=== design 1 ===
Fig. 1: design 1, floorplan with the power grid
Pins as bars on the die edge.
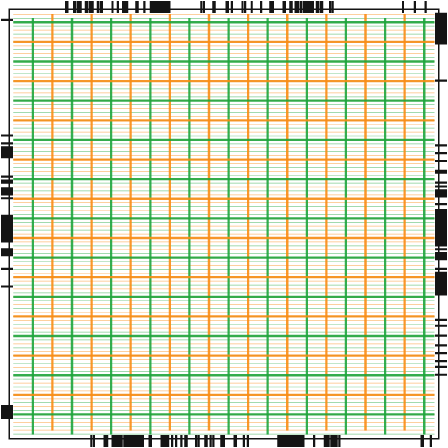

## src/rtl/opb_pkg.sv

```systemverilog
// opb_pkg: sizing helpers, stream FSM state type and matrix-select encoding shared by operand_bank.
package opb_pkg;

    localparam int DEF_DATA_WIDTH = 16;
    localparam int DEF_BUS_WIDTH  = 64;

    localparam logic SEL_A = 1'b0;
    localparam logic SEL_B = 1'b1;

    typedef enum logic [1:0] {
        IDLE   = 2'd0,
        STREAM = 2'd1,
        DONE   = 2'd2
    } opb_state_e;

    function automatic int calc_max_dim(input int bus_width, input int data_width);
        return bus_width / data_width;
    endfunction

    function automatic int calc_dim_w(input int max_dim);
        return (max_dim > 1) ? $clog2(max_dim) : 1;
    endfunction

endpackage

```

## src/rtl/opb_row_mask.sv

```systemverilog
// opb_row_mask: zeroes the elements of one matrix row that fall outside the active
// (row_lim, col_lim) window; purely combinational.
module opb_row_mask
    import opb_pkg::*;
#(
    parameter int DATA_WIDTH = DEF_DATA_WIDTH,
    parameter int MAX_DIM    = calc_max_dim(DEF_BUS_WIDTH, DEF_DATA_WIDTH),
    parameter int DIM_W      = calc_dim_w(MAX_DIM)
) (
    input  logic [MAX_DIM*DATA_WIDTH-1:0] i_row,
    input  logic [DIM_W-1:0]              i_rowIdx,
    input  logic [DIM_W-1:0]              i_rowLim,
    input  logic [DIM_W-1:0]              i_colLim,
    output logic [MAX_DIM*DATA_WIDTH-1:0] o_row
);

    always_comb begin
        o_row = '0;
        if (i_rowIdx <= i_rowLim) begin
            for (int e = 0; e < MAX_DIM; e++) begin
                if (DIM_W'(e) <= i_colLim) begin
                    o_row[e*DATA_WIDTH +: DATA_WIDTH] = i_row[e*DATA_WIDTH +: DATA_WIDTH];
                end
            end
        end
    end

endmodule

```

## src/rtl/operand_bank.sv

```systemverilog
// operand_bank: A/B operand rows with strobed host writes, masked readback and a valid/ready row stream.
// Define OPB_PINGPONG_EN for separate load/stream sets that swap on every accepted start.
module operand_bank
    import opb_pkg::*;
#(
    parameter int  DATA_WIDTH = DEF_DATA_WIDTH,
    parameter int  BUS_WIDTH  = DEF_BUS_WIDTH,
    localparam int MAX_DIM    = calc_max_dim(BUS_WIDTH, DATA_WIDTH),
    localparam int DIM_W      = calc_dim_w(MAX_DIM)
) (
    input  logic                 clk,
    input  logic                 reset,
    input  logic                 wr_en,
    input  logic                 wr_sel,
    input  logic [DIM_W-1:0]     wr_row,
    input  logic [MAX_DIM-1:0]   wr_strb,
    input  logic [BUS_WIDTH-1:0] wr_data,
    input  logic                 rd_sel,
    input  logic [DIM_W-1:0]     rd_row,
    output logic [BUS_WIDTH-1:0] rd_data,
    input  logic                 clear,
    input  logic [DIM_W-1:0]     dim_n,
    input  logic [DIM_W-1:0]     dim_k,
    input  logic [DIM_W-1:0]     dim_m,
    input  logic                 start,
    output logic                 a_valid,
    output logic                 b_valid,
    output logic [BUS_WIDTH-1:0] a_data,
    output logic [BUS_WIDTH-1:0] b_data,
    input  logic                 stream_ready,
    output logic                 busy,
    output logic                 done,
    output logic                 start_err,
    output logic                 wr_err
);

    localparam logic [DIM_W-1:0] LAST_BEAT = DIM_W'(MAX_DIM - 1);

`ifdef OPB_PINGPONG_EN
    localparam int NSETS = 2;
`else
    localparam int NSETS = 1;
`endif

    logic [BUS_WIDTH-1:0] r_memA [NSETS][MAX_DIM];
    logic [BUS_WIDTH-1:0] r_memB [NSETS][MAX_DIM];

    opb_state_e           r_state, w_nextState;
    logic [DIM_W-1:0]     r_dimN, r_dimK, r_dimM;
    logic [DIM_W-1:0]     r_beat;
    logic                 r_valid;
    logic [BUS_WIDTH-1:0] r_aData, r_bData;
    logic                 r_startErr, r_wrErr;

    logic                 w_loadSet, w_streamSet;
    logic                 w_startAcc, w_hostDropped;
    logic [DIM_W-1:0]     w_streamRow;
    logic [BUS_WIDTH-1:0] w_rdRaw, w_aMasked, w_bMasked;
    logic [DIM_W-1:0]     w_rdRowLim, w_rdColLim;

    assign w_startAcc = start && (r_state == IDLE);

`ifdef OPB_PINGPONG_EN
    logic r_loadSet;

    always_ff @(posedge clk or posedge reset) begin
        if (reset) begin
            r_loadSet <= 1'b0;
        end else if (w_startAcc) begin
            r_loadSet <= ~r_loadSet;
        end
    end

    assign w_loadSet     = r_loadSet;
    assign w_streamSet   = ~r_loadSet;
    assign w_hostDropped = 1'b0;
`else
    assign w_loadSet     = 1'b0;
    assign w_streamSet   = 1'b0;
    assign w_hostDropped = (wr_en || clear) && (r_state == STREAM);
`endif

    always_ff @(posedge clk or posedge reset) begin
        if (reset) begin
            for (int s = 0; s < NSETS; s++) begin
                for (int r = 0; r < MAX_DIM; r++) begin
                    r_memA[s][r] <= '0;
                    r_memB[s][r] <= '0;
                end
            end
        end else if (clear && !w_hostDropped) begin
            for (int r = 0; r < MAX_DIM; r++) begin
                r_memA[w_loadSet][r] <= '0;
                r_memB[w_loadSet][r] <= '0;
            end
        end else if (wr_en && !w_hostDropped) begin
            for (int e = 0; e < MAX_DIM; e++) begin
                if (wr_strb[e]) begin
                    if (wr_sel == SEL_A) begin
                        r_memA[w_loadSet][wr_row][e*DATA_WIDTH +: DATA_WIDTH] <= wr_data[e*DATA_WIDTH +: DATA_WIDTH];
                    end else begin
                        r_memB[w_loadSet][wr_row][e*DATA_WIDTH +: DATA_WIDTH] <= wr_data[e*DATA_WIDTH +: DATA_WIDTH];
                    end
                end
            end
        end
    end

    // Readback masks with the live dimensions; the stream uses the copy latched at start.
    assign w_rdRaw    = (rd_sel == SEL_B) ? r_memB[w_loadSet][rd_row] : r_memA[w_loadSet][rd_row];
    assign w_rdRowLim = (rd_sel == SEL_B) ? dim_k : dim_n;
    assign w_rdColLim = (rd_sel == SEL_B) ? dim_m : dim_k;

    opb_row_mask #(.DATA_WIDTH(DATA_WIDTH), .MAX_DIM(MAX_DIM), .DIM_W(DIM_W)) u_rdMask (
        .i_row(w_rdRaw), .i_rowIdx(rd_row), .i_rowLim(w_rdRowLim), .i_colLim(w_rdColLim), .o_row(rd_data)
    );

    assign w_streamRow = r_valid ? (r_beat + DIM_W'(1)) : r_beat;

    opb_row_mask #(.DATA_WIDTH(DATA_WIDTH), .MAX_DIM(MAX_DIM), .DIM_W(DIM_W)) u_aMask (
        .i_row(r_memA[w_streamSet][w_streamRow]), .i_rowIdx(w_streamRow),
        .i_rowLim(r_dimN), .i_colLim(r_dimK), .o_row(w_aMasked)
    );

    opb_row_mask #(.DATA_WIDTH(DATA_WIDTH), .MAX_DIM(MAX_DIM), .DIM_W(DIM_W)) u_bMask (
        .i_row(r_memB[w_streamSet][w_streamRow]), .i_rowIdx(w_streamRow),
        .i_rowLim(r_dimK), .i_colLim(r_dimM), .o_row(w_bMasked)
    );

    always_ff @(posedge clk or posedge reset) begin
        if (reset) begin
            r_state <= IDLE;
        end else begin
            r_state <= w_nextState;
        end
    end

    always_comb begin
        w_nextState = r_state;
        unique case (r_state)
            IDLE:    if (start) w_nextState = STREAM;
            STREAM:  if (r_valid && stream_ready && (r_beat == LAST_BEAT)) w_nextState = DONE;
            DONE:    w_nextState = IDLE;
            default: w_nextState = IDLE;
        endcase
    end

    always_comb begin
        busy = 1'b0;
        done = 1'b0;
        unique case (r_state)
            STREAM:  busy = 1'b1;
            DONE:    done = 1'b1;
            default: ;
        endcase
    end

    // The first beat is loaded one cycle after start; each later row loads as the previous one is accepted.
    always_ff @(posedge clk or posedge reset) begin
        if (reset) begin
            r_dimN     <= '0;
            r_dimK     <= '0;
            r_dimM     <= '0;
            r_beat     <= '0;
            r_valid    <= 1'b0;
            r_aData    <= '0;
            r_bData    <= '0;
            r_startErr <= 1'b0;
            r_wrErr    <= 1'b0;
        end else begin
            r_startErr <= start && (r_state != IDLE);
            r_wrErr    <= w_hostDropped;
            if (w_startAcc) begin
                r_dimN  <= dim_n;
                r_dimK  <= dim_k;
                r_dimM  <= dim_m;
                r_beat  <= '0;
                r_valid <= 1'b0;
            end else if (r_state == STREAM) begin
                if (!r_valid) begin
                    r_valid <= 1'b1;
                    r_aData <= w_aMasked;
                    r_bData <= w_bMasked;
                end else if (stream_ready) begin
                    if (r_beat == LAST_BEAT) begin
                        r_valid <= 1'b0;
                        r_aData <= '0;
                        r_bData <= '0;
                    end else begin
                        r_beat  <= w_streamRow;
                        r_aData <= w_aMasked;
                        r_bData <= w_bMasked;
                    end
                end
            end
        end
    end

    assign a_valid   = r_valid;
    assign b_valid   = r_valid;
    assign a_data    = r_aData;
    assign b_data    = r_bData;
    assign start_err = r_startErr;
    assign wr_err    = r_wrErr;

endmodule
```

## config.mk

```make
export PLATFORM = sky130hd
export DESIGN_NAME = operand_bank
export DESIGN_NICKNAME = d
export VERILOG_FILES = /design/src/rtl/opb_pkg.sv /design/src/rtl/opb_row_mask.sv /design/src/rtl/operand_bank.sv
export SDC_FILE = /design/constraint.sdc
export NUM_CORES = 2
export LEC_CHECK = 0
export CAP_MARGIN = 20
export CELL_PAD_IN_SITES_DETAIL_PLACEMENT = 0
export CELL_PAD_IN_SITES_GLOBAL_PLACEMENT = 1
export CORE_MARGIN = 2
export CORE_UTILIZATION = 41
export DETAILED_ROUTE_END_ITERATION = 10
export GPL_TIMING_DRIVEN = 0
export HOLD_SLACK_MARGIN = 0.1
export PLACE_DENSITY_LB_ADDON = 0.12
export SYNTH_ARGS = -nofsm -noshare
export SYNTH_HDL_FRONTEND = slang
export SYNTH_HIERARCHICAL = 1
export SYNTH_SLANG_ARGS = --single-unit
```

## constraint.sdc

```tcl
create_clock -name clk -period 20.7 [get_ports clk]
set_input_delay 4.14 -clock clk [delete_from_list [all_inputs] [get_ports clk]]
set_output_delay 4.14 -clock clk [all_outputs]
set_load 0.005 [all_outputs]
```

=== design 2 ===
### src/rtl/npc_btb_predict.sv
// Next-PC unit: direct-mapped BTB with 2-bit saturating counters, trained and redirected from EX.
// Optional macro NPC_PERF_CNT_EN adds control-instruction and mispredict counters.
module npc_btb_predict #(
  parameter int XLEN      = 32,
  parameter int BTB_DEPTH = 16
) (
  input  logic            clk,
  input  logic            rst,
  input  logic            stop,
  input  logic [XLEN-1:0] if_pc,
  output logic [XLEN-1:0] if_npc,
  output logic            if_pred_taken,
  output logic [XLEN-1:0] if_pred_target,
  input  logic [1:0]      ex_op,
  input  logic            ex_if_branch,
  input  logic [XLEN-1:0] ex_pc,
  input  logic [XLEN-1:0] ex_ra,
  input  logic [XLEN-1:0] ex_imm,
  input  logic            ex_pred_taken,
  input  logic [XLEN-1:0] ex_pred_target,
  output logic [XLEN-1:0] ex_pc4,
  output logic            flush,
  output logic [31:0]     perf_ctrl_cnt,
  output logic [31:0]     perf_mispred_cnt
);

  localparam int IDX_W = $clog2(BTB_DEPTH);
  localparam int TAG_W = XLEN - IDX_W - 2;

  localparam logic [1:0] OP_NONE = 2'b00;
  localparam logic [1:0] OP_JALR = 2'b01;
  localparam logic [1:0] OP_BR   = 2'b10;
  localparam logic [1:0] OP_JAL  = 2'b11;

  localparam logic [XLEN-1:0] PC_STEP = XLEN'(4);

  logic             btb_valid  [BTB_DEPTH];
  logic [TAG_W-1:0] btb_tag    [BTB_DEPTH];
  logic [XLEN-1:0]  btb_target [BTB_DEPTH];
  logic [1:0]       btb_ctr    [BTB_DEPTH];

  logic [IDX_W-1:0] if_idx;
  logic [IDX_W-1:0] ex_idx;
  logic [TAG_W-1:0] if_tag;
  logic [TAG_W-1:0] ex_tag;
  logic             if_hit;
  logic             ex_hit;
  logic             ex_taken;
  logic [XLEN-1:0]  ex_target;
  logic             mispredict;

  // Saturating 2-bit counter step toward taken (up) or not-taken.
  function automatic logic [1:0] ctr_update(input logic [1:0] ctr, input logic up);
    logic [1:0] res;
    if (up) res = (ctr == 2'd3) ? 2'd3 : ctr + 2'd1;
    else    res = (ctr == 2'd0) ? 2'd0 : ctr - 2'd1;
    return res;
  endfunction

  // jalr target: base + offset with bit 0 forced low.
  function automatic logic [XLEN-1:0] jalr_target(input logic [XLEN-1:0] base,
                                                  input logic [XLEN-1:0] ofs);
    logic [XLEN-1:0] sum;
    sum    = base + ofs;
    sum[0] = 1'b0;
    return sum;
  endfunction

  assign if_idx = if_pc[IDX_W+1:2];
  assign if_tag = if_pc[XLEN-1:IDX_W+2];
  assign ex_idx = ex_pc[IDX_W+1:2];
  assign ex_tag = ex_pc[XLEN-1:IDX_W+2];

  assign if_hit = btb_valid[if_idx] && (btb_tag[if_idx] == if_tag);
  assign ex_hit = btb_valid[ex_idx] && (btb_tag[ex_idx] == ex_tag);

  // IF lookup reads the registered table, so an EX write this cycle shows up next cycle.
  assign if_pred_taken  = if_hit & btb_ctr[if_idx][1];
  assign if_pred_target = if_hit ? btb_target[if_idx] : '0;

  assign ex_pc4 = ex_pc + PC_STEP;

  always_comb begin
    ex_taken  = 1'b0;
    ex_target = ex_pc + ex_imm;
    case (ex_op)
      OP_JALR: begin
        ex_taken  = 1'b1;
        ex_target = jalr_target(ex_ra, ex_imm);
      end
      OP_BR:   ex_taken = ex_if_branch;
      OP_JAL:  ex_taken = 1'b1;
      default: ex_taken = 1'b0;
    endcase
  end

  always_comb begin
    mispredict = 1'b0;
    if (ex_op != OP_NONE) begin
      if (ex_taken) mispredict = !ex_pred_taken || (ex_pred_target != ex_target);
      else          mispredict = ex_pred_taken;
    end
  end

  assign flush = mispredict;

  // A redirect from EX must win over an IF stall, otherwise the wrong path is held.
  always_comb begin
    if (mispredict)         if_npc = ex_taken ? ex_target : ex_pc4;
    else if (stop)          if_npc = if_pc;
    else if (if_pred_taken) if_npc = if_pred_target;
    else                    if_npc = if_pc + PC_STEP;
  end

  always_ff @(posedge clk) begin
    if (rst) begin
      for (int i = 0; i < BTB_DEPTH; i++) begin
        btb_valid[i]  <= 1'b0;
        btb_tag[i]    <= '0;
        btb_target[i] <= '0;
        btb_ctr[i]    <= 2'd1;
      end
    end else if (ex_op != OP_NONE) begin
      if (ex_hit) begin
        btb_ctr[ex_idx] <= (ex_op == OP_BR) ? ctr_update(btb_ctr[ex_idx], ex_taken) : 2'd3;
        if (ex_taken) btb_target[ex_idx] <= ex_target;
      end else if (ex_taken) begin
        btb_valid[ex_idx]  <= 1'b1;
        btb_tag[ex_idx]    <= ex_tag;
        btb_target[ex_idx] <= ex_target;
        btb_ctr[ex_idx]    <= (ex_op == OP_BR) ? 2'd2 : 2'd3;
      end
    end
  end

`ifdef NPC_PERF_CNT_EN
  logic [31:0] ctrl_cnt;
  logic [31:0] mispred_cnt;

  always_ff @(posedge clk) begin
    if (rst) begin
      ctrl_cnt    <= '0;
      mispred_cnt <= '0;
    end else begin
      if (ex_op != OP_NONE) ctrl_cnt    <= ctrl_cnt + 32'd1;
      if (mispredict)       mispred_cnt <= mispred_cnt + 32'd1;
    end
  end

  assign perf_ctrl_cnt    = ctrl_cnt;
  assign perf_mispred_cnt = mispred_cnt;
`else
  assign perf_ctrl_cnt    = '0;
  assign perf_mispred_cnt = '0;
`endif

endmodule

### config.mk
export PLATFORM = sky130hd
export DESIGN_NAME = npc_btb_predict
export DESIGN_NICKNAME = d
export VERILOG_FILES = /design/src/rtl/npc_btb_predict.sv
export SDC_FILE = /design/constraint.sdc
export NUM_CORES = 2
export LEC_CHECK = 0
export CAP_MARGIN = 0
export CORE_UTILIZATION = 35
export DETAILED_ROUTE_END_ITERATION = 12
export GPL_TIMING_DRIVEN = 1
export PLACE_DENSITY = 0.52
export SLEW_MARGIN = 0
export SYNTH_ARGS = -nofsm -noshare
export SYNTH_HDL_FRONTEND = slang
export SYNTH_SLANG_ARGS = --single-unit
### constraint.sdc
create_clock -name clk -period 6.3 [get_ports clk]
set_clock_uncertainty 0.15 [all_clocks]
set_input_delay 0.63 -clock clk [delete_from_list [all_inputs] [get_ports clk]]
set_output_delay 0.63 -clock clk [all_outputs]
set_load 0.05 [all_outputs]
=== design 3 ===
==> config.mk <==
export PLATFORM = sky130hd
export DESIGN_NAME = reg_select_sequencer
export DESIGN_NICKNAME = d
export VERILOG_FILES = /design/src/rtl/reg_select_sequencer.sv
export SDC_FILE = /design/constraint.sdc
export NUM_CORES = 1
export LEC_CHECK = 0
export CORE_AREA = 2 2 89 91
export DETAILED_ROUTE_END_ITERATION = 16
export DIE_AREA = 0 0 91 93
export GPL_TIMING_DRIVEN = 1
export SETUP_SLACK_MARGIN = 0.02
export SYNTH_ARGS = -nofsm -noshare
export SYNTH_HDL_FRONTEND = slang
export SYNTH_SLANG_ARGS = --single-unit
==> constraint.sdc <==
create_clock -name i_clk -period 4.3 [get_ports i_clk]
set_input_delay 0.645 -clock i_clk [delete_from_list [all_inputs] [get_ports i_clk]]
set_output_delay 0.645 -clock i_clk [all_outputs]
set_load 0.005 [all_outputs]
==> src/rtl/reg_select_sequencer.sv <==
// reg_select_sequencer
// Holds the instruction register and walks the Rb, Rc and Ra fields of the
// latched instruction, presenting one 4-bit register index per phase to the
// 4-to-16 register-select decoder under a valid/ready handshake. Also
// produces the sign-extended C immediate from the IR.
//
// Optional feature macro: SEL_TIMEOUT_EN
//   defined   : a handshake watchdog aborts a stalled phase after TIMEOUT
//               cycles and pulses o_err
//   undefined : no watchdog, o_err tied low, phases wait indefinitely
//
// state | meaning
// ------+------------------------------------------------------------
// IDLE  | waiting for start; IR may be loaded
// RD_B  | presenting Rb index (read), phase 1
// RD_C  | presenting Rc index (read), phase 2
// WR_A  | presenting Ra index (write), phase 0
// DONE  | one-cycle completion pulse, then back to IDLE

module reg_select_sequencer #(
    parameter int IR_WIDTH = 32,
    parameter int RA_LSB   = 23,
    parameter int RB_LSB   = 19,
    parameter int RC_LSB   = 15,
    parameter int TIMEOUT  = 15
) (
    input  logic                i_clk,
    input  logic                i_clear,
    input  logic                i_ir_load,
    input  logic [IR_WIDTH-1:0] i_ir_in,
    input  logic                i_start,
    input  logic [2:0]          i_ops,
    output logic [3:0]          o_sel_out,
    output logic                o_sel_valid,
    input  logic                i_sel_ready,
    output logic [1:0]          o_sel_phase,
    output logic                o_rd_en,
    output logic                o_wr_en,
    output logic                o_busy,
    output logic                o_done,
    output logic                o_err,
    output logic [IR_WIDTH-1:0] o_ir_q,
    output logic [31:0]         o_c_sext
);

    // Width of the C immediate field, MSB is its sign bit.
    localparam int CW = RC_LSB + 4;

    localparam logic [1:0] PH_RA   = 2'd0;
    localparam logic [1:0] PH_RB   = 2'd1;
    localparam logic [1:0] PH_RC   = 2'd2;
    localparam logic [1:0] PH_NONE = 2'd3;

    typedef enum logic [2:0] {
        S_IDLE = 3'd0,
        S_RD_B = 3'd1,
        S_RD_C = 3'd2,
        S_WR_A = 3'd3,
        S_DONE = 3'd4
    } state_t;

    state_t                r_state;
    state_t                w_state_nxt;
    logic [IR_WIDTH-1:0]   r_ir;
    logic [IR_WIDTH-1:0]   w_ir_nxt;
    logic [2:0]            r_ops;
    logic [3:0]            r_sel_out;
    logic [1:0]            r_sel_phase;
    logic                  r_sel_valid;
    logic                  r_rd_en;
    logic                  r_wr_en;
    logic                  r_done;
    logic [3:0]            w_sel_out_nxt;
    logic [1:0]            w_sel_phase_nxt;
    logic                  w_sel_valid_nxt;
    logic                  w_rd_en_nxt;
    logic                  w_wr_en_nxt;
    logic                  w_in_phase;
    logic                  w_hs;
    logic                  w_timeout;

    assign w_in_phase = (r_state == S_RD_B) || (r_state == S_RD_C) || (r_state == S_WR_A);
    assign w_hs       = r_sel_valid & i_sel_ready;

    // The IR value the next cycle will see; lets a same-edge load+start
    // drive the first index from the freshly loaded word.
    assign w_ir_nxt = ((r_state == S_IDLE) && i_ir_load) ? i_ir_in : r_ir;

`ifdef SEL_TIMEOUT_EN
    logic [3:0] r_wait_cnt;
    logic       r_err;

    assign w_timeout = w_in_phase && (r_wait_cnt == 4'(TIMEOUT));

    // Watchdog: restart on phase entry or handshake, count stalled cycles.
    always_ff @(posedge i_clk or posedge i_clear) begin
        if (i_clear) begin
            r_wait_cnt <= 4'd0;
            r_err      <= 1'b0;
        end else begin
            r_err <= w_timeout;
            if ((w_state_nxt != r_state) || w_hs) begin
                r_wait_cnt <= 4'd0;
            end else if (r_sel_valid && !i_sel_ready) begin
                r_wait_cnt <= r_wait_cnt + 4'd1;
            end
        end
    end

    assign o_err = r_err;
`else
    assign w_timeout = 1'b0;
    assign o_err     = 1'b0;
`endif

    // State register.
    always_ff @(posedge i_clk or posedge i_clear) begin
        if (i_clear) begin
            r_state <= S_IDLE;
        end else begin
            r_state <= w_state_nxt;
        end
    end

    // Next-state: fixed Rb -> Rc -> Ra order, disabled phases skipped.
    always_comb begin
        w_state_nxt = r_state;
        case (r_state)
            S_IDLE: begin
                if (i_start) begin
                    if (i_ops[0])      w_state_nxt = S_RD_B;
                    else if (i_ops[1]) w_state_nxt = S_RD_C;
                    else if (i_ops[2]) w_state_nxt = S_WR_A;
                    else               w_state_nxt = S_DONE;
                end
            end
            S_RD_B: begin
                if (w_hs) begin
                    if (r_ops[1])      w_state_nxt = S_RD_C;
                    else if (r_ops[2]) w_state_nxt = S_WR_A;
                    else               w_state_nxt = S_DONE;
                end
            end
            S_RD_C: begin
                if (w_hs) begin
                    if (r_ops[2]) w_state_nxt = S_WR_A;
                    else          w_state_nxt = S_DONE;
                end
            end
            S_WR_A: begin
                if (w_hs) w_state_nxt = S_DONE;
            end
            S_DONE:  w_state_nxt = S_IDLE;
            default: w_state_nxt = S_IDLE;
        endcase
        if (w_timeout) w_state_nxt = S_IDLE;
    end

    // Output decode of the upcoming state; registered below so index,
    // phase and enables all change together on the same edge.
    always_comb begin
        w_sel_out_nxt   = 4'd0;
        w_sel_phase_nxt = PH_NONE;
        w_sel_valid_nxt = 1'b0;
        w_rd_en_nxt     = 1'b0;
        w_wr_en_nxt     = 1'b0;
        case (w_state_nxt)
            S_RD_B: begin
                w_sel_out_nxt   = w_ir_nxt[RB_LSB +: 4];
                w_sel_phase_nxt = PH_RB;
                w_sel_valid_nxt = 1'b1;
                w_rd_en_nxt     = 1'b1;
            end
            S_RD_C: begin
                w_sel_out_nxt   = w_ir_nxt[RC_LSB +: 4];
                w_sel_phase_nxt = PH_RC;
                w_sel_valid_nxt = 1'b1;
                w_rd_en_nxt     = 1'b1;
            end
            S_WR_A: begin
                w_sel_out_nxt   = w_ir_nxt[RA_LSB +: 4];
                w_sel_phase_nxt = PH_RA;
                w_sel_valid_nxt = 1'b1;
                w_wr_en_nxt     = 1'b1;
            end
            default: ;
        endcase
    end

    // Output, IR and ops registers.
    always_ff @(posedge i_clk or posedge i_clear) begin
        if (i_clear) begin
            r_ir        <= '0;
            r_ops       <= 3'd0;
            r_sel_out   <= 4'd0;
            r_sel_phase <= PH_NONE;
            r_sel_valid <= 1'b0;
            r_rd_en     <= 1'b0;
            r_wr_en     <= 1'b0;
            r_done      <= 1'b0;
        end else begin
            r_ir        <= w_ir_nxt;
            if ((r_state == S_IDLE) && i_start) begin
                r_ops <= i_ops;
            end
            r_sel_out   <= w_sel_out_nxt;
            r_sel_phase <= w_sel_phase_nxt;
            r_sel_valid <= w_sel_valid_nxt;
            r_rd_en     <= w_rd_en_nxt;
            r_wr_en     <= w_wr_en_nxt;
            r_done      <= (w_state_nxt == S_DONE);
        end
    end

    assign o_sel_out   = r_sel_out;
    assign o_sel_phase = r_sel_phase;
    assign o_sel_valid = r_sel_valid;
    assign o_rd_en     = r_rd_en;
    assign o_wr_en     = r_wr_en;
    assign o_done      = r_done;
    assign o_busy      = w_in_phase;
    assign o_ir_q      = r_ir;
    assign o_c_sext    = {{(32-CW){r_ir[CW-1]}}, r_ir[CW-1:0]};

endmodule

=== design 4 ===
**src/rtl/conf_loader.sv**
```systemverilog
// Frame parser and atomic commit controller for the UART configuration path.
// Collects SYNC, CONF_PAR_NUM payload bytes and a checksum, then loads them into conf_out inside the apply_en window.
//
// state     | meaning
// ----------+----------------------------------------------------------
// S_IDLE    | waiting for SYNC_BYTE, other bytes ignored
// S_PAYLOAD | storing payload bytes into shadow, inter-byte timer running
// S_CHECK   | waiting for checksum byte, inter-byte timer running
// S_PENDING | frame valid, waiting for apply_en to commit shadow
module conf_loader #(
  parameter int          CONF_PAR_NUM = 5,
  parameter logic [7:0]  SYNC_BYTE    = 8'hA5,
  parameter int          TIMEOUT_MAX  = 2080
) (
  input  logic                      clk,
  input  logic                      rst_n,
  input  logic [7:0]                rx_data,
  input  logic                      rx_valid,
  input  logic                      apply_en,
  output logic [8*CONF_PAR_NUM-1:0] conf_out,
  output logic                      upd,
  output logic                      frame_err,
  output logic                      ovr,
  output logic                      busy
);

  localparam int IDX_W = (CONF_PAR_NUM > 1) ? $clog2(CONF_PAR_NUM) : 1;
  localparam int TW    = $clog2(TIMEOUT_MAX + 1);
  localparam logic [IDX_W-1:0] IDX_LAST  = IDX_W'(CONF_PAR_NUM - 1);
  localparam logic [TW-1:0]    TIMER_END = TW'(TIMEOUT_MAX);

  typedef enum logic [1:0] {
    S_IDLE,
    S_PAYLOAD,
    S_CHECK,
    S_PENDING
  } state_t;

  state_t                    state_q, state_d;
  logic [8*CONF_PAR_NUM-1:0] shadow_q;
  logic [7:0]                sum_q;
  logic [IDX_W-1:0]          idx_q;
  logic [TW-1:0]             timer_q;

  logic       start, store, tick, err, commit, drop;
  logic [7:0] chk_sum;

  assign chk_sum = sum_q + rx_data;
  assign busy    = (state_q != S_IDLE);

  always_comb begin
    state_d = state_q;
    start   = 1'b0;
    store   = 1'b0;
    tick    = 1'b0;
    err     = 1'b0;
    commit  = 1'b0;
    drop    = 1'b0;
    case (state_q)
      S_IDLE: begin
        if (rx_valid && rx_data == SYNC_BYTE) begin
          start   = 1'b1;
          state_d = S_PAYLOAD;
        end
      end
      S_PAYLOAD: begin
        // a byte landing on the expiry cycle takes priority over the timeout
        if (rx_valid) begin
          store = 1'b1;
          if (idx_q == IDX_LAST) state_d = S_CHECK;
        end else if (timer_q == TIMER_END) begin
          err     = 1'b1;
          state_d = S_IDLE;
        end else begin
          tick = 1'b1;
        end
      end
      S_CHECK: begin
        if (rx_valid) begin
          if (chk_sum == 8'h00) begin
            state_d = S_PENDING;
          end else begin
            err     = 1'b1;
            state_d = S_IDLE;
          end
        end else if (timer_q == TIMER_END) begin
          err     = 1'b1;
          state_d = S_IDLE;
        end else begin
          tick = 1'b1;
        end
      end
      S_PENDING: begin
        drop = rx_valid;
        if (apply_en) begin
          commit  = 1'b1;
          state_d = S_IDLE;
        end
      end
      default: state_d = S_IDLE;
    endcase
  end

  always_ff @(posedge clk or negedge rst_n) begin
    if (!rst_n) begin
      state_q   <= S_IDLE;
      conf_out  <= '0;
      shadow_q  <= '0;
      sum_q     <= '0;
      idx_q     <= '0;
      timer_q   <= '0;
      upd       <= 1'b0;
      frame_err <= 1'b0;
      ovr       <= 1'b0;
    end else begin
      state_q   <= state_d;
      upd       <= commit;
      frame_err <= err;
      ovr       <= drop;
      if (commit) conf_out <= shadow_q;
      if (start) begin
        idx_q   <= '0;
        sum_q   <= '0;
        timer_q <= '0;
      end
      if (store) begin
        for (int i = 0; i < CONF_PAR_NUM; i++) begin
          if (idx_q == IDX_W'(i)) shadow_q[8*i +: 8] <= rx_data;
        end
        sum_q   <= sum_q + rx_data;
        timer_q <= '0;
        if (idx_q != IDX_LAST) idx_q <= idx_q + IDX_W'(1);
      end
      if (tick) timer_q <= timer_q + TW'(1);
    end
  end

endmodule

```
**config.mk**
```make
export PLATFORM = sky130hd
export DESIGN_NAME = conf_loader
export DESIGN_NICKNAME = d
export VERILOG_FILES = /design/src/rtl/conf_loader.sv
export SDC_FILE = /design/constraint.sdc
export NUM_CORES = 1
export LEC_CHECK = 0
export CORE_MARGIN = 1
export CORE_UTILIZATION = 41
export DETAILED_ROUTE_END_ITERATION = 10
export GPL_ROUTABILITY_DRIVEN = 0
export PLACE_DENSITY = 0.6
export REMOVE_ABC_BUFFERS = 1
export SYNTH_ARGS = -nofsm -noshare
export SYNTH_HDL_FRONTEND = slang
export SYNTH_SLANG_ARGS = --single-unit
```
**constraint.sdc**
```tcl
create_clock -name clk -period 3.7 [get_ports clk]
set_input_delay 0.555 -clock clk [delete_from_list [all_inputs] [get_ports clk]]
set_output_delay 0.555 -clock clk [all_outputs]
set_load 0.02 [all_outputs]
```
Fig. 2: design 4, layout detail
Window x 3 to 53, y 58 to 108 um. Cells in grey, sequential cells in the stronger grey; small squares are vias.
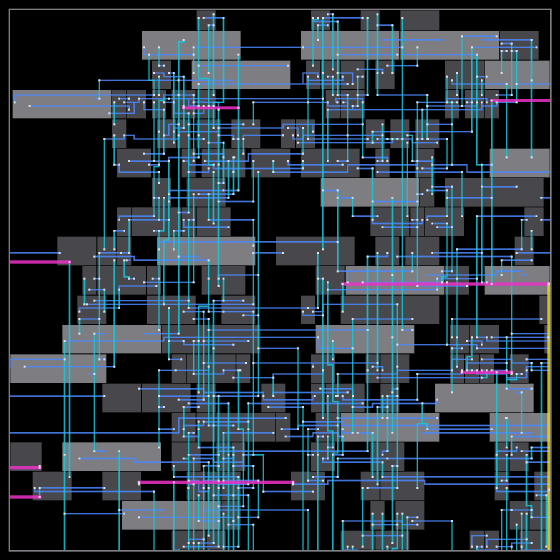
Magenta shows metal 3. Yellow shows metal 4. Cyan shows metal 2. Blue shows metal 1.
Netlist names of flops here include timer_q (12), idx_q (2), state_q (2). Sequential cells in the window: 19. 142 logic cells have their middle in the window. Most frequent: dfrtp_1 (19), nand2_1 (16), nor2_1 (13).

Fig. 3: design 4, clock nets
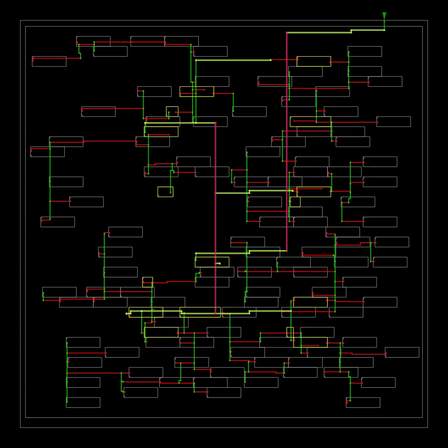
number of clock sinks seen by CTS: 108
number of buffers added by the clock tree synthesis step: 9
clock skew: 0.00404 ns
final sequential cell count: 108

==> commit_impl_results.txt, design 4 <==
Log flow metrics for this revision

- Run status: finished, final reports clean
* Endpoint of the worst setup timing path: frame_err
- Proportion of power drawn by flip-flops and latches: 39.4%
- Num tapcells: 143
- Busiest layer in global routing: met2
- R2r setup slk: 1.48 ns
- Post-CTS Hold Fix Bufs: 0
* Top-level I/O count: 56
- Placed cell count: 569
- Measured on the final layout, buffering overhead outside the clock network stands at 9.99%.
- Antenna diodes: 0
- Number of filler cells placed in the layout: 1,030
* Worst reg2reg path startpoint: sum_q[0]
- Once routing completed, OpenROAD measured the worst setup slack at 1.04 ns.
- Cell area after layout: 5860 um2
- Post-synth tally of flip-flops with integrated enable: 0
- Chip area line of the yosys report: 4820 um2
- RSZ-0062 raised after global routing: no
- After the first detailed-routing iteration, the DRC count stood at 145.
- For the worst setup path, the data required time is 3.94 ns.
* Total of flip-flops plus latches after synthesis: 108
* Layout Utilization: 51.3%
- Count of input and output buffers: 55
- Register Area: 2700 um2
- After technology mapping, the gate count stands at 375.
- After synthesis, the share of cell area in mux cells is 19.8%.
* Fraction of final layout cells sized beyond drive strength 1: 25.1%
- Dpl cell area: 5540 um2
- Number of warnings in the stage logs: 33
- The analysis attributes to net switching a power of 1670 uW.
* Post-CTS Setup Bufs: 0
* Worst Setup SP: rx_data[0]
- The final layout report lists a non-clock inverter count of 13.
- Kind of cell adding the most delay to the critical path: AND-OR/OR-AND gates
* Crit path launch type: primary input
- Summed over its instances, the top area cell type makes up 56.1% of the synthesized netlist area.
- Count of clock-net buffers in the final layout: 9
* Xor and xnor area share after synthesis: 1.27%
- After Yosys synthesis, AND-OR and OR-AND compound gates account for 5.37% of the synthesized area.
* Yosys simple share: 10.0%
- Count of warnings emitted by yosys: 0
- Min Hold Slack: 0.263 ns
## design 4: cells in the final DEF, fill, tap and decap left out, drive strengths merged, types with 2 or more instances in the layout
master / n
nand4: 3
xor2: 2
nor3: 6
bufinv: 2
nand3: 17
nor4b: 2
mux2i: 4
nand2: 31
a31oi: 3
xnor2: 5
and3b: 2
clkinv: 2
clkinvlp: 2
mux2: 81
clkbuf: 9
and3: 3
ha: 19
inv: 14
nor2: 15
buf: 6
a221o: 2
a21oi: 11
o31ai: 2
o21ai: 17
and2: 4
a211oi: 2
clkdlybuf4s50: 54
dfrtp: 108
nand3b: 2
Fig. 4: design 3, gate families picked out
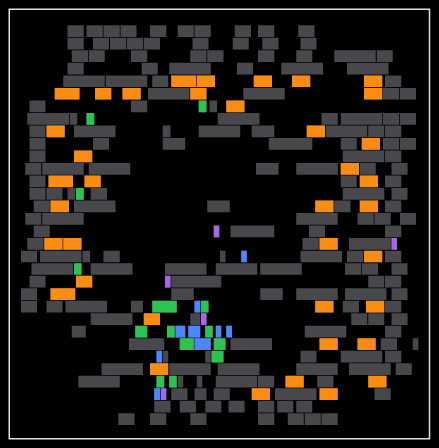
Blue shows NOR gates, cells 9, most used nor2_1, where bottom middle. Green shows inverting AOI/OAI gates, cells 14, most used o21ai_1. Purple shows inverters, cells 5, most used inv_1. Orange shows multiplexers, cells 38, most used mux2_2, where widely spread.
multi-input gate share of total cell area: 20.5%
Commonest Layout Cell: clkdlybuf4s50_1

Fig. 5: design 3, floorplan with the power grid
Pins as bars on the die edge.
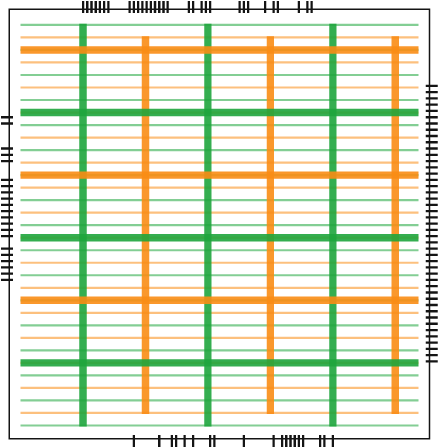
Green shows VSS. Orange shows VDD.
6 straps on met4. 33 met1 rails follow the rows. The core has 32 rows. 116 signal pins sit on the boundary.
maximum resistive drop on vdd: 0.271 mV
core area: 7530 um2
height of the chip: 93 um
Die Wd: 91 um

==> commit_impl_results.txt, design 3 <==
Log flow metrics for this revision

- Cell Chain, Critical Path: clkdlybuf4s50_1 -> and2_2 -> mux2_2 -> mux2i_1 -> o21ai_1
- WL final: 4500 um
* Combinational gate area: 668 um2
- Clock tree buffers and inverters occupy 3.62% of the routed design's cell area.
- Clk power: 336 uW
* Headroom to the max-slew limit: 34.9%
- The wire-length estimate of the detail-placed layout is 3160 um.
- The flow ran to the end, and the final reports show no timing, DRC or antenna violations.
- Derived from the worst setup path, the maximum achievable clock frequency is 451 MHz.
* Number of filler cells placed in the layout: 739
- The routed design uses 437 um of met3 wire.
- Power per unit of standard cell area: 763 nW/um2
- Busiest layer in global routing: met2
- Final Max Slew Viols: 0
- Number of clock sinks seen by CTS: 47
- The first detailed-routing pass took 3 iterations.
- Once detail routing completed, the nets flagged for antenna violations numbered 0.
* Post-CTS Setup Bufs: 0
- Remaining DRCs: 0
- Logged for this run, the post-placement worst setup slack is 1.72 ns.
* Comb group: 1330 uW
- Among all stages on the critical path, the maximum delay recorded is 0.66 ns.
- Tally of unique sky130hd cells used after synthesis: 29
==> design 3: flip-flops by register name, indices dropped and copies added, names as in the netlist <==
register and flops:
o_rd_en 1, o_sel_phase 2, o_sel_valid 1, o_wr_en 1, r_state 3, o_sel_out 4
o_done 1, o_ir_q 32, r_ops 2
==> design 3: worst max-delay path by stage <==
stage / from / endpoint / depth (start not counted)
after floorplan: i_clear / o_done / 1
after global placement: i_ir_load / o_sel_out[0] / 5
after detailed placement: i_ir_load / o_sel_out[0] / 5
after CTS: i_ir_load / o_sel_out[3] / 5
after global routing: i_ir_load / o_sel_out[1] / 5
final: i_ir_load / o_sel_out[0] / 5
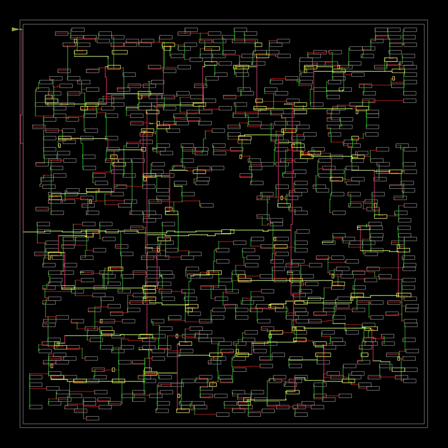
Fig. 6. Clock nets (design 1).
number of clock sinks seen by CTS: 653
Insertion Delay late pin: 0.64 ns
Clk power: 1380 uW

About Fig. 1:
Orange shows VDD. Green shows VSS.
The core has 107 rows. 21 straps on met5. 21 straps on met4.
height of the chip: 297 um
core area: 85,000 um2
Die Wd: 297 um
maximum resistive drop on vdd: 0.288 mV

==> commit_impl_results.txt, design 1 <==
Log flow metrics for this revision

- Together, buffers and inverters on the worst path number 6.
- The filler cells instantiated in the layout total 8,176.
- DRT Pass-1 Iters: 7
- Main flop type after synthesis: dfrtp_1
- CP Max Fanout: 10
- Largest cell class by area: logic gates
- Count of input and output buffers: 276
- Number of warnings in the stage logs: 27
- Share of synthesized cell area in full adder, half adder and majority cells: 0.249%
- The via count of the first global-routing pass is 33,900.
- Cell Chain, Critical Path: clkbuf_1 -> buf_2 -> buf_2 -> mux2_2 -> ha_1 -> nand2_1 -> o21ai_2 -> buf_2 -> buf_2 -> and3_1 -> clkdlybuf4s50_1
- Clock-pin slew of the registers on the worst-case setup and hold paths: 0.05 ns
- Global routing consumed, over all layers together, 43.2% of the routing resources.
- After synthesis the netlist holds a flip-flop and latch count of 653.
- Layout Cells excl Fill: 5,491
* Time the worst path needs with I/O delays and setup: 12.92 ns
* GP Congestion: 1.00
- Summed over all failing endpoints, the final setup total negative slack is 0 ns.
* MI comb cells: 2,792
* Run status: finished, final reports clean
- Per the GRT congestion report, total overflow comes to 0.
* DRC violation total after the first TritonRoute iteration: 5,819
## design 1: state kept, by name (all words and copies together), names as in the netlist
name       flops
r_memA       256
r_memB       256
a_data        64
b_data        64
r_beat         2
r_dimK         2
r_dimM         2
r_dimN         2
r_state        2
a_valid        1
start_err      1
wr_err         1
## design 1: where the power goes
| group | leakage (uW) | internal, uW | switching [uW] |
|---|---|---|---|
| logic | 0.00801 | 1070 | 3140 |
| registers | 0.00901 | 1470 | 146 |
| clock network | 0.00120 | 789 | 586 |
Fig. 7: design 2, clock nets
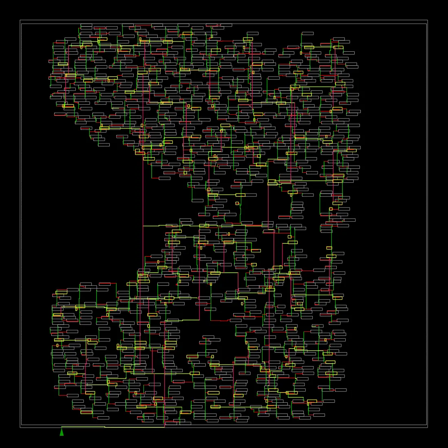
count of clock-net buffers in the final layout: 128
number of clock sinks seen by CTS: 976

==> commit_impl_results.txt, design 2 <==
Log flow metrics for this revision

- Met3 Track Usage GR: 6.68%
- Routed metal-1 wirelength: 92,300 um
- R2r setup slk: 1.70 ns
- Maximum number of pins on one net before global-route repair: 118
- STA lists the startpoint of the worst register-to-register path as btb_tag[7][6].
* Count of input and output buffers: 264
- The final layout report lists a non-clock inverter count of 33.
* Portion of the layout cell area used by non-clock buffers: 8.79%
- The layout has 14,300 filler cells.
- The net count of the finished layout is 4,791.
* Delay contributed by the slowest stage of the critical path: 0.64 ns
- The vertical die dimension reported for this design is 398 um.
* Power after layout: 17,400 uW
- The global routing report lists combined usage of all routing layers as 28.4%.
- Count of buffering cells on the critical path with inverters included: 5
* Clock Tree Root: clkbuf_16
- The switching component of the power was reported as 5130 uW.
* Core area: 155,000 um2
- The commonest register cell is edfxtp_1.
- Count of cell instances traversed by the critical path: 18
- Buffers, non-clock: 553
- Max-cap violations in this run came to 0.
- The synthesis report lists the Yosys warning total as 0.
- The last timing report of the flow puts the setup violation total at 0.
* Run status: finished, final reports clean
* WL final: 227,000 um
* WHS Endpoint: btb_valid[6]
* Switching Fraction: 29.5%
- On the critical path the largest part of the delay comes from AND-OR/OR-AND gates.
==> design 2: through the flow <==
stage                     utilization (%)  TNS (ns)  hold slack, ns
after floorplan                         -         0           0.288
after detailed placement             39.8     -1.59           0.307
after CTS                            42.0         0           0.322
after global routing                 42.1         0           0.351
after global placement               39.8     -2.02           0.303
final                                42.1         0           0.327
==> design 2: registers in the layout (all words and copies together) (netlist names) <==
name        cells
btb_ctr        32
btb_valid      16
btb_tag       416
btb_target    512
==> design 2: repair_timing <==
item,in CTS,in global routing
setup endpoints to repair,23,33
pin swaps,1,13
resized,1,30
setup buffers,1,4


## Gallery

Layout detail.
shot_01.png
Window x 75 to 125, y 274 to 324 um. Cells in grey, sequential cells in the stronger grey; small squares are vias.
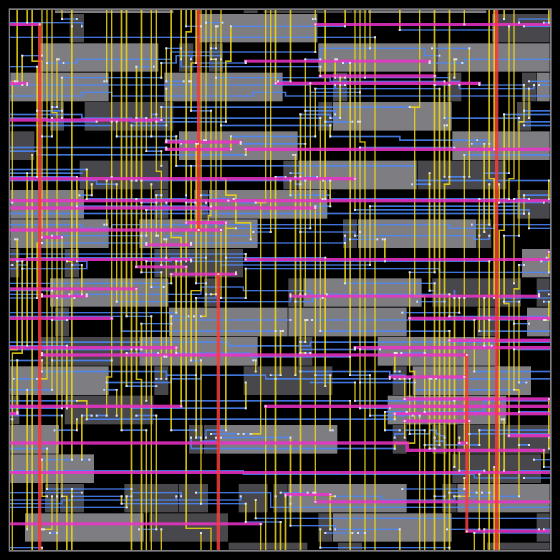
shot_02.png
Window x 0 to 50, y 43 to 93 um. Cells in grey, sequential cells in the stronger grey; small squares are vias.
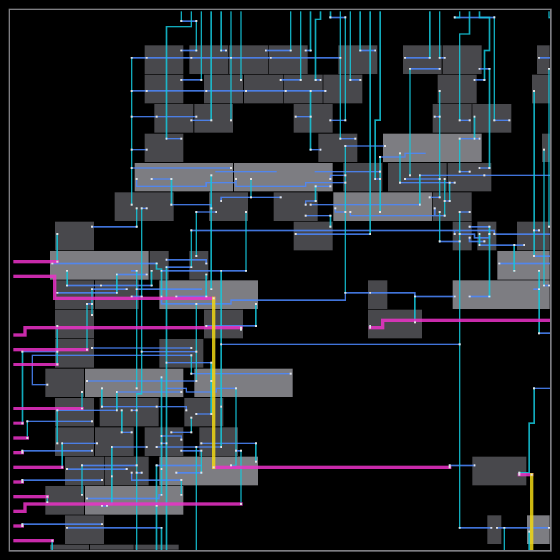
shot_03.png
Window x 49 to 99, y 198 to 248 um. Cells in grey, sequential cells in the stronger grey; small squares are vias.
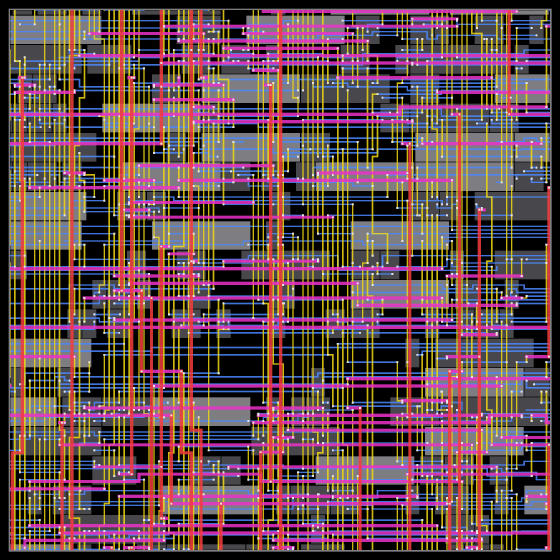
- design 1 = shot_03.png
- design 3 = shot_02.png
- design 2 = shot_01.png

Key to shot_03.png:
Magenta shows metal 3. Red shows metal 4. Blue shows metal 1. Yellow shows metal 2.
Sequential cells in the window: 21. 136 logic cells have their middle in the window. Netlist names of flops here include r_memA (21). Most frequent: nand2_1 (35), o31ai_1 (21), dfrtp_1 (21).


==> layout pictures side by side <==
Sequential cells grouped by signal name.
(a)
Other cells in grey.
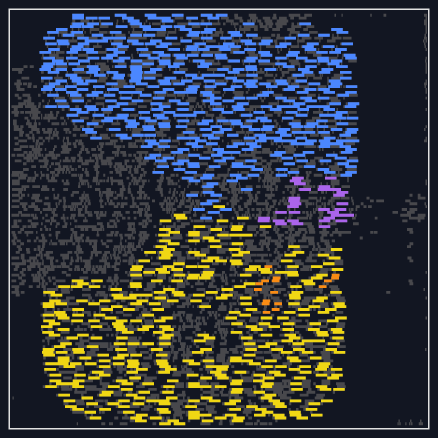
(b)
Other sequential cells in the stronger grey, the rest of the logic in the fainter grey.
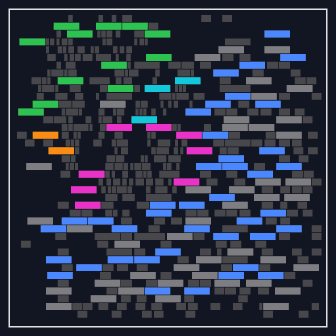
(c)
Other sequential cells in the stronger grey, the rest of the logic in the fainter grey.
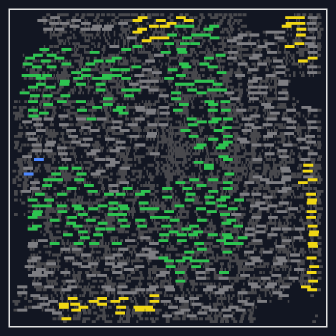
(d)
Other sequential cells in the stronger grey, the rest of the logic in the fainter grey.
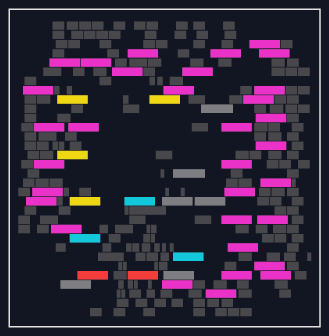
The one with the fewest cells is (d).
- design 4 = (b)
- design 2 = (a)
- design 1 = (c)
- design 3 = (d)

Key to (c):
Blue shows r_dimN, flops 2. Yellow shows b_data, flops 64, where widely spread. Green shows r_memA, flops 256.

No activity file was given, so power comes from the tool's default toggle rates.
